==================== block 1
Figure 1. Placed standard cells (block 1).
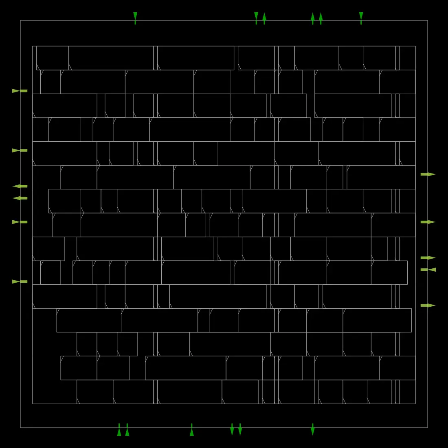

--- src/rtl/pending_event_encoder.sv ---
`default_nettype none
// ============================================================================
// Module  : pending_event_encoder
// Purpose : Sticky rising-edge capture on a request bus, drained lowest index
//           first as a registered event position over valid/ready.
//           Define PEE_OVF_CNT_EN to add the saturating ovf_count output.
// Rev     : 1.0 - initial release
// ============================================================================
module pending_event_encoder #(
    parameter int WIDTH = 8
`ifdef PEE_OVF_CNT_EN
    ,
    parameter int OVF_W = 8
`endif
) (
    input  logic                     clk,
    input  logic                     reset,
    input  logic [WIDTH-1:0]         req_in,
    output logic                     evt_valid,
    input  logic                     evt_ready,
    output logic [$clog2(WIDTH)-1:0] evt_pos,
    output logic [WIDTH-1:0]         pending
`ifdef PEE_OVF_CNT_EN
    ,
    output logic [OVF_W-1:0]         ovf_count
`endif
);

    localparam int POS_W = $clog2(WIDTH);

    typedef enum logic {
        EMPTY = 1'b0,
        FULL  = 1'b1
    } slot_state_t;

    slot_state_t       state_q, state_d;
    logic [WIDTH-1:0]  req_q, req_d;
    logic [WIDTH-1:0]  pending_q, pending_d;
    logic [POS_W-1:0]  evt_pos_q, evt_pos_d;

    logic [WIDTH-1:0]  rise;
    logic [WIDTH-1:0]  load_mask;
    logic [POS_W-1:0]  low_idx;
    logic              slot_free;
    logic              load;

    always_comb begin
        low_idx = '0;
        for (int i = WIDTH - 1; i >= 0; i--) begin
            if (pending_q[i]) begin
                low_idx = POS_W'(i);
            end
        end
    end

    always_comb begin
        rise      = req_in & ~req_q;
        req_d     = req_in;
        slot_free = (state_q == EMPTY) || evt_ready;
        load      = slot_free && (|pending_q);
        load_mask = load ? (WIDTH'(1) << low_idx) : '0;
        // A rise on the bit being loaded re-arms it, so a second event follows.
        pending_d = (pending_q & ~load_mask) | rise;
        evt_pos_d = load ? low_idx : evt_pos_q;
        state_d   = state_q;
        if (slot_free) begin
            state_d = load ? FULL : EMPTY;
        end
    end

    always_ff @(posedge clk) begin
        if (reset) begin
            state_q   <= EMPTY;
            req_q     <= '0;
            pending_q <= '0;
            evt_pos_q <= '0;
        end else begin
            state_q   <= state_d;
            req_q     <= req_d;
            pending_q <= pending_d;
            evt_pos_q <= evt_pos_d;
        end
    end

    assign evt_valid = (state_q == FULL);
    assign evt_pos   = evt_pos_q;
    assign pending   = pending_q;

`ifdef PEE_OVF_CNT_EN
    logic [OVF_W-1:0] ovf_q, ovf_d;
    logic             merge;

    // One increment per cycle with any merge, regardless of how many bits merged.
    always_comb begin
        merge = |(rise & pending_q & ~load_mask);
        ovf_d = ovf_q;
        if (merge && (ovf_q != {OVF_W{1'b1}})) begin
            ovf_d = ovf_q + OVF_W'(1);
        end
    end

    always_ff @(posedge clk) begin
        if (reset) begin
            ovf_q <= '0;
        end else begin
            ovf_q <= ovf_d;
        end
    end

    assign ovf_count = ovf_q;
`endif

endmodule
`default_nettype wire

--- config.mk ---
export PLATFORM = sky130hd
export DESIGN_NAME = pending_event_encoder
export DESIGN_NICKNAME = d
export VERILOG_FILES = /design/src/rtl/pending_event_encoder.sv
export SDC_FILE = /design/constraint.sdc
export NUM_CORES = 1
export LEC_CHECK = 0
export CAP_MARGIN = 20
export CORE_UTILIZATION = 40
export CTS_BUF_LIST = sky130_fd_sc_hd__clkbuf_16
export CTS_CLUSTER_SIZE = 14
export DETAILED_ROUTE_END_ITERATION = 16
export GPL_TIMING_DRIVEN = 1
export PLACE_DENSITY_LB_ADDON = 0.1
export SETUP_SLACK_MARGIN = 0.2
export SYNTH_ARGS = -nofsm -noshare
export SYNTH_HDL_FRONTEND = slang
export SYNTH_SLANG_ARGS = --single-unit
--- constraint.sdc ---
create_clock -name clk -period 1.1 [get_ports clk]
set_input_delay 0.22 -clock clk [delete_from_list [all_inputs] [get_ports clk]]
set_output_delay 0.22 -clock clk [all_outputs]
set_load 0.01 [all_outputs]
==================== block 2
===== src/rtl/mul_div_unit.sv =====
// mul_div_unit: multi-cycle multiply/divide unit with architectural HI/LO.
// Shift-add multiply and restoring divide, one bit per cycle. A finished
// operation writes HI/LO in a final sign-fix cycle and pulses done.
// Latency from the accept edge to done is WIDTH+1 cycles.
//
// Ports:
//   clk          clock, rising edge
//   reset        asynchronous active-high reset
//   start        request an operation (sampled only in IDLE)
//   op           00 mult, 01 multu, 10 div, 11 divu
//   a, b         multiplicand/dividend, multiplier/divisor
//   mthi, mtlo   write a into HI / LO (IDLE only, start has priority)
//   hi, lo       HI/LO registers
//   busy         operation in flight
//   done         one-cycle pulse when HI/LO carry the new result
//   div_by_zero  last completed divide had b == 0
module mul_div_unit #(
    parameter int unsigned WIDTH = 32
) (
    input  logic             clk,
    input  logic             reset,
    input  logic             start,
    input  logic [1:0]       op,
    input  logic [WIDTH-1:0] a,
    input  logic [WIDTH-1:0] b,
    input  logic             mthi,
    input  logic             mtlo,
    output logic [WIDTH-1:0] hi,
    output logic [WIDTH-1:0] lo,
    output logic             busy,
    output logic             done,
    output logic             div_by_zero
);

    localparam int unsigned CW = $clog2(WIDTH);

    typedef enum logic [1:0] {
        S_IDLE = 2'd0,
        S_RUN  = 2'd1,
        S_FIX  = 2'd2
    } state_t;

    state_t               r_state;
    logic [CW-1:0]        r_cnt;
    logic                 r_is_div;
    logic                 r_neg_q;    // product / quotient must be negated
    logic                 r_neg_r;    // remainder takes the dividend's sign
    logic                 r_dz;
    logic [WIDTH-1:0]     r_opnd;     // multiplicand or divisor magnitude
    logic [2*WIDTH-1:0]   r_acc;      // mult: {product hi, multiplier/lo}; div: {rem, quo}

    // Operand magnitudes for the accept cycle
    logic                 w_signed;
    logic                 w_a_neg;
    logic                 w_b_neg;
    logic [WIDTH-1:0]     w_a_mag;
    logic [WIDTH-1:0]     w_b_mag;

    assign w_signed = ~op[0];
    assign w_a_neg  = w_signed & a[WIDTH-1];
    assign w_b_neg  = w_signed & b[WIDTH-1];
    assign w_a_mag  = w_a_neg ? -a : a;
    assign w_b_mag  = w_b_neg ? -b : b;

    // One shift-add multiply step; the carry lands in the accumulator MSB
    logic [WIDTH-1:0]     w_add;
    logic [WIDTH:0]       w_sum;
    logic [2*WIDTH-1:0]   w_mul_next;

    assign w_add      = r_acc[0] ? r_opnd : '0;
    assign w_sum      = {1'b0, r_acc[2*WIDTH-1:WIDTH]} + {1'b0, w_add};
    assign w_mul_next = {w_sum, r_acc[WIDTH-1:1]};

    // One restoring divide step; the remainder is always below the divisor,
    // so the difference and the restored value both fit in WIDTH bits
    logic [WIDTH:0]       w_shift;
    logic                 w_ge;
    logic [WIDTH-1:0]     w_diff;
    logic [2*WIDTH-1:0]   w_div_next;

    assign w_shift    = {r_acc[2*WIDTH-1:WIDTH], r_acc[WIDTH-1]};
    assign w_ge       = (w_shift >= {1'b0, r_opnd});
    assign w_diff     = w_shift[WIDTH-1:0] - r_opnd;
    assign w_div_next = w_ge ? {w_diff, r_acc[WIDTH-2:0], 1'b1}
                             : {w_shift[WIDTH-1:0], r_acc[WIDTH-2:0], 1'b0};

    // Sign correction applied in FIX
    logic [2*WIDTH-1:0]   w_prod;
    logic [WIDTH-1:0]     w_quo;
    logic [WIDTH-1:0]     w_rem;

    assign w_prod = r_neg_q ? -r_acc : r_acc;
    assign w_quo  = r_neg_q ? -r_acc[WIDTH-1:0] : r_acc[WIDTH-1:0];
    assign w_rem  = r_neg_r ? -r_acc[2*WIDTH-1:WIDTH] : r_acc[2*WIDTH-1:WIDTH];

    // Control FSM and datapath registers
    always_ff @(posedge clk or posedge reset) begin
        if (reset) begin
            r_state     <= S_IDLE;
            r_cnt       <= '0;
            r_is_div    <= 1'b0;
            r_neg_q     <= 1'b0;
            r_neg_r     <= 1'b0;
            r_dz        <= 1'b0;
            r_opnd      <= '0;
            r_acc       <= '0;
            hi          <= '0;
            lo          <= '0;
            busy        <= 1'b0;
            done        <= 1'b0;
            div_by_zero <= 1'b0;
        end else begin
            done <= 1'b0;
            unique case (r_state)
                S_IDLE: begin
                    if (start) begin
                        r_state     <= S_RUN;
                        r_cnt       <= CW'(WIDTH - 1);
                        r_is_div    <= op[1];
                        r_neg_q     <= w_a_neg ^ w_b_neg;
                        r_neg_r     <= w_a_neg;
                        r_dz        <= op[1] & (b == '0);
                        r_opnd      <= op[1] ? w_b_mag : w_a_mag;
                        r_acc       <= op[1] ? {{WIDTH{1'b0}}, w_a_mag}
                                             : {{WIDTH{1'b0}}, w_b_mag};
                        busy        <= 1'b1;
                        div_by_zero <= 1'b0;
                    end else begin
                        if (mthi) hi <= a;
                        if (mtlo) lo <= a;
                    end
                end
                S_RUN: begin
                    r_acc <= r_is_div ? w_div_next : w_mul_next;
                    if (r_cnt == '0) begin
                        r_state <= S_FIX;
                    end else begin
                        r_cnt <= r_cnt - CW'(1);
                    end
                end
                S_FIX: begin
                    if (r_is_div) begin
                        // With a zero divisor the remainder path reproduces a
                        // exactly; only the quotient needs overriding.
                        hi <= w_rem;
                        lo <= r_dz ? '1 : w_quo;
                    end else begin
                        hi <= w_prod[2*WIDTH-1:WIDTH];
                        lo <= w_prod[WIDTH-1:0];
                    end
                    div_by_zero <= r_dz;
                    busy        <= 1'b0;
                    done        <= 1'b1;
                    r_state     <= S_IDLE;
                end
                default: begin
                    r_state <= S_IDLE;
                    busy    <= 1'b0;
                end
            endcase
        end
    end

endmodule


===== config.mk =====
export PLATFORM = sky130hd
export DESIGN_NAME = mul_div_unit
export DESIGN_NICKNAME = d
export VERILOG_FILES = /design/src/rtl/mul_div_unit.sv
export SDC_FILE = /design/constraint.sdc
export NUM_CORES = 1
export LEC_CHECK = 0
export CAP_MARGIN = 20
export CORE_MARGIN = 2
export CORE_UTILIZATION = 43
export DETAILED_ROUTE_END_ITERATION = 10
export PLACE_DENSITY = 0.62
export SLEW_MARGIN = 10
export SYNTH_ARGS = -nofsm -noshare
export SYNTH_HDL_FRONTEND = slang
export SYNTH_SLANG_ARGS = --single-unit

===== constraint.sdc =====
create_clock -name clk -period 10.9 [get_ports clk]
set_input_delay 1.635 -clock clk [delete_from_list [all_inputs] [get_ports clk]]
set_output_delay 1.635 -clock clk [all_outputs]
set_load 0.02 [all_outputs]

==================== block 3
<file path="src/rtl/movement_pkg.sv">
// Shared types, command codes and drive patterns for the movement executor.
package movement_pkg;

  typedef enum logic [1:0] {
    S_IDLE,
    S_CAPTURE,
    S_RUN,
    S_SETTLE
  } state_t;

  localparam logic [3:0] CMD_NONE  = 4'b0000;
  localparam logic [3:0] CMD_FWD   = 4'b0001;
  localparam logic [3:0] CMD_RIGHT = 4'b0010;
  localparam logic [3:0] CMD_REV   = 4'b0100;
  localparam logic [3:0] CMD_LEFT  = 4'b1000;

  // Bit order: [0] L_fwd, [1] L_rev, [2] R_fwd, [3] R_rev
  localparam logic [3:0] DRV_OFF   = 4'b0000;
  localparam logic [3:0] DRV_FWD   = 4'b0101;
  localparam logic [3:0] DRV_REV   = 4'b1010;
  localparam logic [3:0] DRV_RIGHT = 4'b1001;
  localparam logic [3:0] DRV_LEFT  = 4'b0110;

  typedef struct packed {
    logic       legal;
    logic       turn;
    logic [3:0] drive;
  } cmd_info_t;

  // turn selects the spin duration instead of the straight-line one
  function automatic cmd_info_t cmd_decode(input logic [3:0] code);
    cmd_info_t r;
    r = '0;
    unique case (1'b1)
      (code == CMD_FWD): begin
        r.legal = 1'b1;
        r.drive = DRV_FWD;
      end
      (code == CMD_REV): begin
        r.legal = 1'b1;
        r.drive = DRV_REV;
      end
      (code == CMD_RIGHT): begin
        r.legal = 1'b1;
        r.turn  = 1'b1;
        r.drive = DRV_RIGHT;
      end
      (code == CMD_LEFT): begin
        r.legal = 1'b1;
        r.turn  = 1'b1;
        r.drive = DRV_LEFT;
      end
      default: r = '0;
    endcase
    return r;
  endfunction

endpackage

</file>
<file path="src/rtl/movement_executor_pwm_gen.sv">
// Free-running 8-bit PWM counter with duty compare.
// Only instantiated when EXEC_PWM_EN is defined.
module pwm_gen #(
  parameter int DUTY = 192
) (
  input  logic clk,
  input  logic rst_n,
  output logic on
);

  localparam logic [8:0] DUTY_W = 9'(DUTY);

  logic [7:0] cnt_q;

  always_ff @(posedge clk or negedge rst_n) begin
    if (!rst_n) cnt_q <= '0;
    else        cnt_q <= cnt_q + 8'd1;
  end

  assign on = ({1'b0, cnt_q} < DUTY_W);

endmodule

</file>
<file path="src/rtl/movement_executor.sv">
// Timed, bounded two-wheel motor actions from the search FSM command bus.
// Optional feature: define EXEC_PWM_EN to chop the drive with pwm_gen.
module movement_executor
  import movement_pkg::*;
#(
  parameter int FWD_CYCLES    = 50000,
  parameter int TURN_CYCLES   = 25000,
  parameter int SETTLE_CYCLES = 1000,
  parameter int CNT_W         = 20,
  parameter int PWM_DUTY      = 192
) (
  input  logic       clk,
  input  logic       rst_n,
  input  logic [3:0] movement_sel,
  input  logic       estop,
  output logic [3:0] motor_drive,
  output logic [3:0] active_cmd,
  output logic       busy,
  output logic       done,
  output logic       aborted,
  output logic       cmd_err
);

  localparam logic [CNT_W-1:0] FWD_LD  = CNT_W'(FWD_CYCLES - 1);
  localparam logic [CNT_W-1:0] TURN_LD = CNT_W'(TURN_CYCLES - 1);
  localparam logic [CNT_W-1:0] SET_LD  = CNT_W'(SETTLE_CYCLES - 1);

  if (FWD_CYCLES < 1 || TURN_CYCLES < 1 || SETTLE_CYCLES < 1 ||
      PWM_DUTY < 0 || PWM_DUTY > 256) begin : g_bad_cfg
    $error("movement_executor: bad configuration");
  end

  state_t           state_q, state_d;
  logic [CNT_W-1:0] cnt_q, cnt_d;
  logic [3:0]       cap_q, cap_d;
  logic [3:0]       lockv_q, lockv_d;
  logic             lock_q, lock_d;
  logic             abt_q, abt_d;
  logic [3:0]       drive_q, drive_d;
  logic [3:0]       active_d;
  logic             busy_d, done_d, aborted_d, err_d;
  cmd_info_t        info;

  assign info = cmd_decode(cap_q);

  always_comb begin
    state_d   = state_q;
    cnt_d     = cnt_q;
    cap_d     = cap_q;
    lock_d    = lock_q;
    lockv_d   = lockv_q;
    abt_d     = abt_q;
    drive_d   = drive_q;
    active_d  = active_cmd;
    done_d    = 1'b0;
    aborted_d = 1'b0;
    err_d     = 1'b0;

    if (lock_q && movement_sel != lockv_q) lock_d = 1'b0;

    unique case (state_q)
      S_IDLE: begin
        if (movement_sel != CMD_NONE && !estop && !lock_q) begin
          state_d = S_CAPTURE;
          cap_d   = movement_sel;
        end
      end
      S_CAPTURE: begin
        if (estop) begin
          state_d = S_SETTLE;
          cnt_d   = SET_LD;
          drive_d = DRV_OFF;
          abt_d   = 1'b1;
        end else if (movement_sel != cap_q) begin
          state_d = S_IDLE;
        end else if (!info.legal) begin
          state_d = S_IDLE;
          err_d   = 1'b1;
          lock_d  = 1'b1;
          lockv_d = cap_q;
        end else begin
          state_d  = S_RUN;
          cnt_d    = info.turn ? TURN_LD : FWD_LD;
          active_d = cap_q;
          drive_d  = info.drive;
        end
      end
      S_RUN: begin
        if (estop) begin
          state_d   = S_SETTLE;
          cnt_d     = SET_LD;
          drive_d   = DRV_OFF;
          abt_d     = 1'b1;
          aborted_d = 1'b1;
        end else if (cnt_q == '0) begin
          state_d = S_SETTLE;
          cnt_d   = SET_LD;
          drive_d = DRV_OFF;
          abt_d   = 1'b0;
        end else begin
          cnt_d = cnt_q - 1'b1;
        end
      end
      S_SETTLE: begin
        // an estop-cut action still settles fully but never reports done
        if (cnt_q == '0) begin
          state_d  = S_IDLE;
          active_d = CMD_NONE;
          done_d   = !abt_q;
          abt_d    = 1'b0;
        end else begin
          cnt_d = cnt_q - 1'b1;
        end
      end
      default: state_d = S_IDLE;
    endcase

    busy_d = (state_d != S_IDLE);
  end

  always_ff @(posedge clk or negedge rst_n) begin
    if (!rst_n) begin
      state_q    <= S_IDLE;
      cnt_q      <= '0;
      cap_q      <= CMD_NONE;
      lock_q     <= 1'b0;
      lockv_q    <= CMD_NONE;
      abt_q      <= 1'b0;
      drive_q    <= DRV_OFF;
      active_cmd <= CMD_NONE;
      busy       <= 1'b0;
      done       <= 1'b0;
      aborted    <= 1'b0;
      cmd_err    <= 1'b0;
    end else begin
      state_q    <= state_d;
      cnt_q      <= cnt_d;
      cap_q      <= cap_d;
      lock_q     <= lock_d;
      lockv_q    <= lockv_d;
      abt_q      <= abt_d;
      drive_q    <= drive_d;
      active_cmd <= active_d;
      busy       <= busy_d;
      done       <= done_d;
      aborted    <= aborted_d;
      cmd_err    <= err_d;
    end
  end

`ifdef EXEC_PWM_EN
  logic pwm_on;

  pwm_gen #(
    .DUTY(PWM_DUTY)
  ) u_pwm (
    .clk  (clk),
    .rst_n(rst_n),
    .on   (pwm_on)
  );

  assign motor_drive = drive_q & {4{pwm_on}};
`else
  assign motor_drive = drive_q;
`endif

endmodule
</file>
<file path="config.mk">
export PLATFORM = sky130hd
export DESIGN_NAME = movement_executor
export DESIGN_NICKNAME = d
export VERILOG_FILES = /design/src/rtl/movement_pkg.sv /design/src/rtl/movement_executor_pwm_gen.sv /design/src/rtl/movement_executor.sv
export SDC_FILE = /design/constraint.sdc
export NUM_CORES = 1
export LEC_CHECK = 0
export CAP_MARGIN = 15
export CORE_UTILIZATION = 45
export DETAILED_ROUTE_END_ITERATION = 8
export GPL_TIMING_DRIVEN = 0
export HOLD_SLACK_MARGIN = 0.1
export PLACE_DENSITY_LB_ADDON = 0.2
export RECOVER_POWER = 100
export REMOVE_ABC_BUFFERS = 1
export SKIP_LAST_GASP = 1
export SYNTH_ARGS = -nofsm -noshare
export SYNTH_HDL_FRONTEND = slang
export SYNTH_SLANG_ARGS = --single-unit
</file>
<file path="constraint.sdc">
create_clock -name clk -period 2.3 [get_ports clk]
set_clock_uncertainty 0.2 [all_clocks]
set_input_delay 0.46 -clock clk [delete_from_list [all_inputs] [get_ports clk]]
set_output_delay 0.46 -clock clk [all_outputs]
set_load 0.01 [all_outputs]
</file>
Figure 2. I/O nets highlighted (block 2).
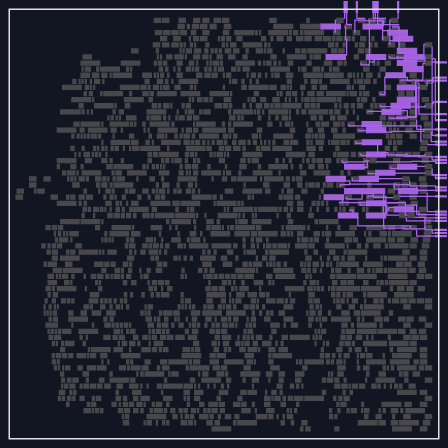
legend:
  purple:
    port: lo
    direction: output
    edge: 25 east, 7 north
    end_cells: 32
    buffers: 32
    wire: 1150 µm

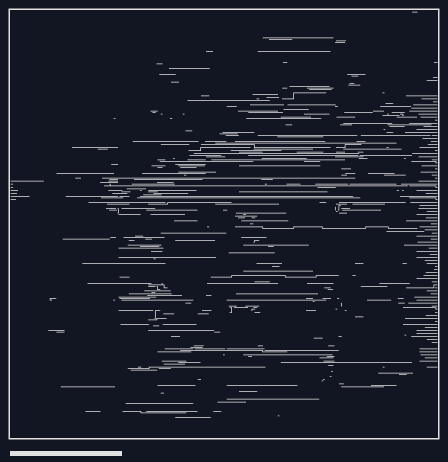
Figure 3: block 2, the metal 3 layer.
Scale bar: 50 µm.
wire length on this layer: 4950 µm
nets with wire on the layer: 306
share of all routed wire: 8.8%
longest straight run: 135 µm

==> run notes, block 2 <==
Physical implementation status

The top cell type in the final layout, fill and taps aside, is sky130_fd_sc_hd__a21oi_1. Leaving out fill and tap cells, the most frequent cells in the layout are 179 x sky130_fd_sc_hd__a21oi_1, 173 x sky130_fd_sc_hd__dfrtp_1, 169 x sky130_fd_sc_hd__o21ai_0. The register share of the cell area stands at 0.251. The proportion of power drawn by flip-flops and latches stands at 0.239.

The aggregate global-route resource usage stands at 0.308. Entering global routing, the biggest net connects 78 pins. sky130_fd_sc_hd__dfrtp_1 takes more of the synthesized area than any other cell. The flip-flop count of the largest register after layout stands at approximately 64.

Of the synthesized area, sequential elements account for 0.290. Multi-input combinational cells in the finished layout were counted as 1506. The chip area line of the yosys report stands at 15000 µm². The setup path with the least slack is of type input port to flip-flop.

The cell area after synthesis stands at around 15000 µm². The vias after detailed routing stands at 15000. The launch point of the worst register-to-register path is recorded as r_acc[0]. The number of H-tree branching levels stands at 4. The clock passes through at most 2 buffers. The summed negative setup slack over all endpoints stands at 0 ns. The largest fanout of any net on the critical path stands at 6.

The flow ran to the end, and the final reports show no timing, DRC or antenna violations. In the final layout, the multi-input gates occupy ~10000 µm². Dividing the detail-routed via count by the number of cells gives 6.26. The design has between 150 and 200 sequential cells.

Per the post-synthesis report, the number of cells in the design is 1866. The share of synthesized area in the top cell type comes to 0.290. The final HPWL from detailed placement stands at approximately 43000 µm. Listed in order, past its start point the critical path passes clkdlybuf4s50_1 > or4_1 > nor4_1 > nor4b_1 > nand3_1 > o21ai_0 > xor2_1 > a21oi_1 > a22o_1.

The power density over the cells stands at 349 nW/µm². The transition at the pin with the smallest max-transition slack stands at 1.17 ns. The number of DRC markers after the initial detailed-route iteration stands at approximately 1400. The script computed the net switching share of total power as 0.506. The count of buffers added by post-CTS timing repair for setup stands at 0.

In this run, synthesis produced a sequential element count of roughly 170. TritonCTS built the clock tree. The layout report lists the clock-cell share of area as 0.0359. The site row count stands at about 68. Global routing finished with a remaining overflow of 0. For this design, the sink count on the clock tree is 174. Pin placement for this block handled 138 I/O pins. Fill cells in the final layout number 3383.
[block 2: routing by layer]
layer,vias up,track usage,part of all wire
met1,7243,0.431,0.44
met3,88,0.0512,0.087
met4,0,0.101,0.033
met2,709,0.482,0.44
met5,-,0,0
li1,6950,-,-
[block 2: cells by family after synthesis]
| kind of cell | Yosys count | synth area share |
|---|---|---|
| compound gates | 653 | 0.279 |
| xor+xnor | 170 | 0.0991 |
| fa+ha+maj | 72 | 0.0609 |
| buf+inv | 186 | 0.0480 |
| flops | 174 | 0.290 |
| mux | 79 | 0.0531 |
| simple gates | 532 | 0.170 |
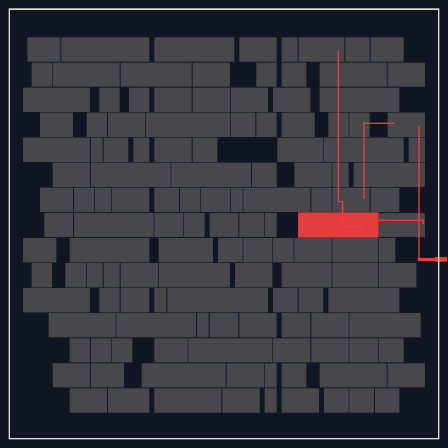
Figure 4: block 1, I/O nets highlighted.
legend:
  red:
    port: evt_valid
    direction: output
    edge: east
    end_cells: 1
    buffers: 2
    wire: 54.7 µm

About Figure 1:
Non-Filler Instances: 157
sequential share of cell area: 0.280
number of sequential cells: 20

==> run notes, block 1 <==
Physical implementation status

The timing-limited maximum frequency stands at 0.731 GHz. The hold path depth stands at 2. Per STA, the worst path is made up of nor4_4 > o2111ai_2 > o21ai_1 > a21oi_1.

56 cells are multi-input combinational gates. The routability-driven placement congestion ratio stands at ~0.75. Entering global routing, the biggest net connects 13 pins.

The chip area line of the yosys report stands at 791 µm². The share of total power dissipated in the clock network is 0.412. The portion of total power attributed to combinational logic stands at 0.242. The worst hold path terminates at pending[0]. The fraction of layout cells with a size suffix above 1 stands at 0.606. Detailed routing placed a total of approximately 1500 µm of wire on met2.

The routed layout reports a DRC error count of 0. The worst clock skew on the final layout stands at roughly 0.0038 ns. The internal power stands at around 1.8 mW. The aggregate global-route resource usage stands at 0.248.

Yosys stat counts about 80 cells in the synthesized netlist. In this run the layout overhead on the synthesized area is reported as 97.8%. OpenSTA lists the critical path startpoint as pending[0]. The net count of the finished layout is 144. Setup repair after global routing could not meet its margin everywhere. Looking at area per cell type in the netlist, the leader is sky130_fd_sc_hd__dfxtp_1.

The largest fanout of any net on the critical path stands at 4. The post-layout worst setup margin stands at -0.269 ns. The first global-routing pass estimated 3640 µm of wire. In the per-layer summary, the met1 wirelength comes to around 1200 µm. In the synthesized netlist the async set-or-reset flop fraction comes to 0. The area fraction of the largest cell type after synthesis is 0.506. Subtracting the final worst setup slack from the clock period gives ~1.4 ns. The checks that failed: setup timing. Per the final timing report, the hold violations number 0. The number of buffer and inverter stages on the critical path stands at 0. The fraction of standard cell area in multi-input logic stands at 0.314. By area, combinational gates come first. The residual overflow from global routing stands at 0. The total of endpoints with negative setup slack in the final report stands at 10.

As logged by OpenROAD, the buffers inserted on ports number 22. The flow ran to the end, but the final reports show violations. For this design, the slowest cell found on the critical path is sky130_fd_sc_hd__nor4_4.

Following the worst setup path forward leads to its endpoint at pending[7]. The clock transition at the registers of the reported paths stands at roughly 0.06 ns. The clock network contribution to total cell area stands at 0.0672.

Measured on the final layout, buffering overhead outside the clock network stands at 0.312. The final max-slew violation count recorded for this run is 0. The final layout report lists a non-clock inverter count of 3. The synthesized design contains 0 enable-type register cells. Of the total power, the share spent switching nets is 0.246. In the finished design, the share of the clock period the worst path needs comes to 1.24. After clock tree synthesis, the setup repair step added 6 buffers. Per report_power, the top consumer among the power groups is clock.
==> block 1: cells by family (layout without fill, tap and decap cells) <==
logic type | count (synthesis) | after routing | share of synthesized area
buf+inv | 5 | 56 | 0.0237
simple gates | 31 | 31 | 0.256
compound gates | 25 | 25 | 0.214
flops | 20 | 20 | 0.506
==> block 1: per-stage QoR <==
step            util  hold WS [ns]
2_1_floorplan      -         0.348
3_3_place_gp   0.646         0.458
3_5_place_dp   0.646         0.470
4_1_cts        0.792         0.477
5_1_grt        0.877         0.311
6_report       0.877         0.275
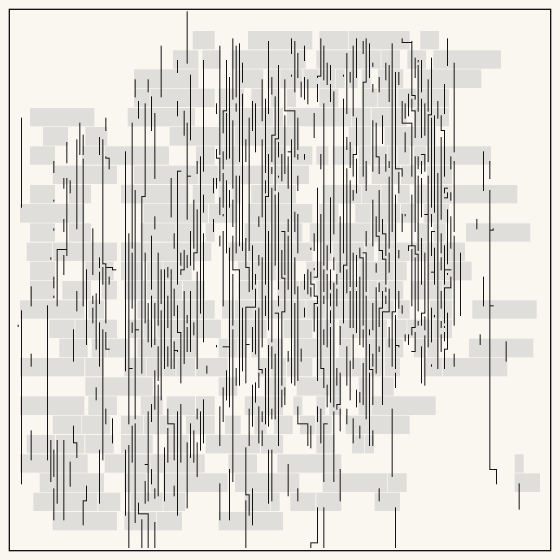
Figure 5: block 3, M2 wires.
Cells faint in the background.
wire length on this layer: 3070 µm
main direction: vertical
nets with wire on the layer: 266
share of all routed wire: 48%

==> run notes, block 3 <==
Physical implementation status

At the later pin of the worst-skew pair, clock insertion delay measures approximately 0.3 ns. In the power breakdown, the biggest contributor is sequential cells. The worst setup slack after placement stands at -0.795 ns.

The number of buffer and inverter stages on the critical path stands at 1. The checks that failed: setup timing. Once synthesis finished, the tally of register bits stood at 44. After detailed routing, the number of vias per cell comes to about 6.1. The number of cells on the critical path stands at 7. The wire length per cell stands at 17.9 µm. The cell-mix breakdown from Yosys lists the XOR/XNOR area share as 0.0493. The first global-routing pass estimated approximately 10000 µm of wire. The core area stands at 5200 µm².

0 antenna diodes ended up in the layout. The number of cells on the worst reg-to-reg path stands at 7. Per the synth stats, the flop cell with the highest instance count is sky130_fd_sc_hd__dfrtp_1. The met1 routing resource usage after global routing stands at 0.287. The number of warning messages in the yosys log stands at 0. The mean post-synth cell area stands at between 9 and 10 µm². Per the timing report, the achievable frequency comes out to 0.431 GHz. The minimum setup slack among reg-to-reg paths stands at -0.02 ns. The run finished, with violations left. The critical path's slowest stage uses the library cell sky130_fd_sc_hd__o21ai_1. The synthesis report lists the most area-consuming cells as sky130_fd_sc_hd__dfrtp_1 44%, sky130_fd_sc_hd__mux2_2 5.0%, sky130_fd_sc_hd__a21oi_1 3.0%, sky130_fd_sc_hd__xor2_1 2.8%, sky130_fd_sc_hd__nor2_1 2.7%. The post-layout worst setup margin stands at -0.0199 ns.

After technology mapping, the gate count stands at about 250. The endpoint identified for the worst register-to-register timing path is cnt_q[11]. The number of antenna violations at the first check in global routing stands at 0.

During placement, the flow inserted port buffers numbering 18. Looking at the setup timing report, the critical path kind is flip-flop to flip-flop. The data required time at the worst endpoint stands at around 2.3 ns. In this run, synthesis inferred 0 flip-flops with an integrated enable. Setup violations remaining at the end of the flow were counted as 4.

In the final layout, flip-flops and latches occupy 1110 µm². The fraction of the core area occupied by cells at floorplan stands at 0.478.
## block 3: metrics by stage
| step | TNS, ns | hold WS (ns) | utilization |
|---|---|---|---|
| after floorplan | -0.222 | -0.0356 | - |
| after global placement | -50.36 | 0.268 | 0.518 |
| after detailed placement | -19.64 | 0.241 | 0.520 |
| after CTS | -0.155 | 0.286 | 0.591 |
| after global routing | -0.875 | 0.300 | 0.619 |
| final | -0.0389 | 0.286 | 0.619 |


==> screenshots <==
Cells coloured by class.
Fill, decap, tap and diode cells in grey.
panel A
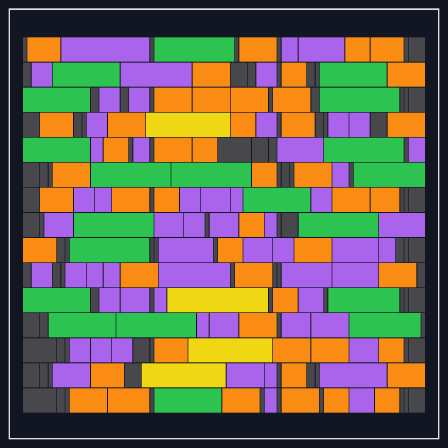
panel B
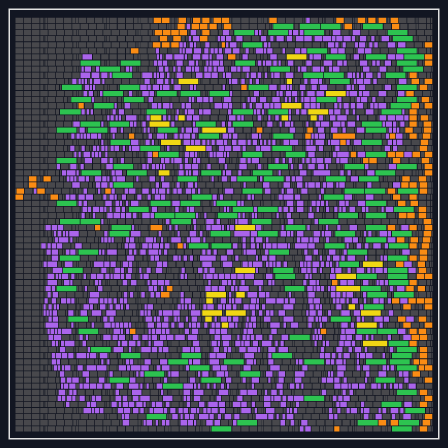
panel C
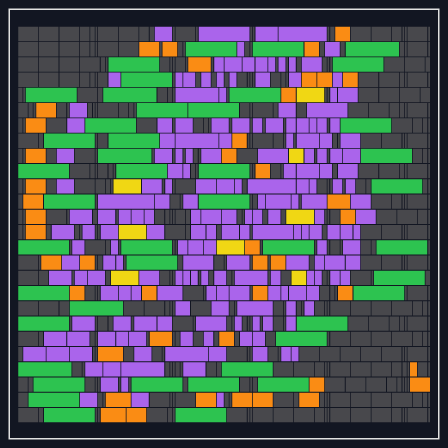
block 3 -> panel C
block 2 -> panel B
block 1 -> panel A

Power is estimated from default activity; no workload was simulated.
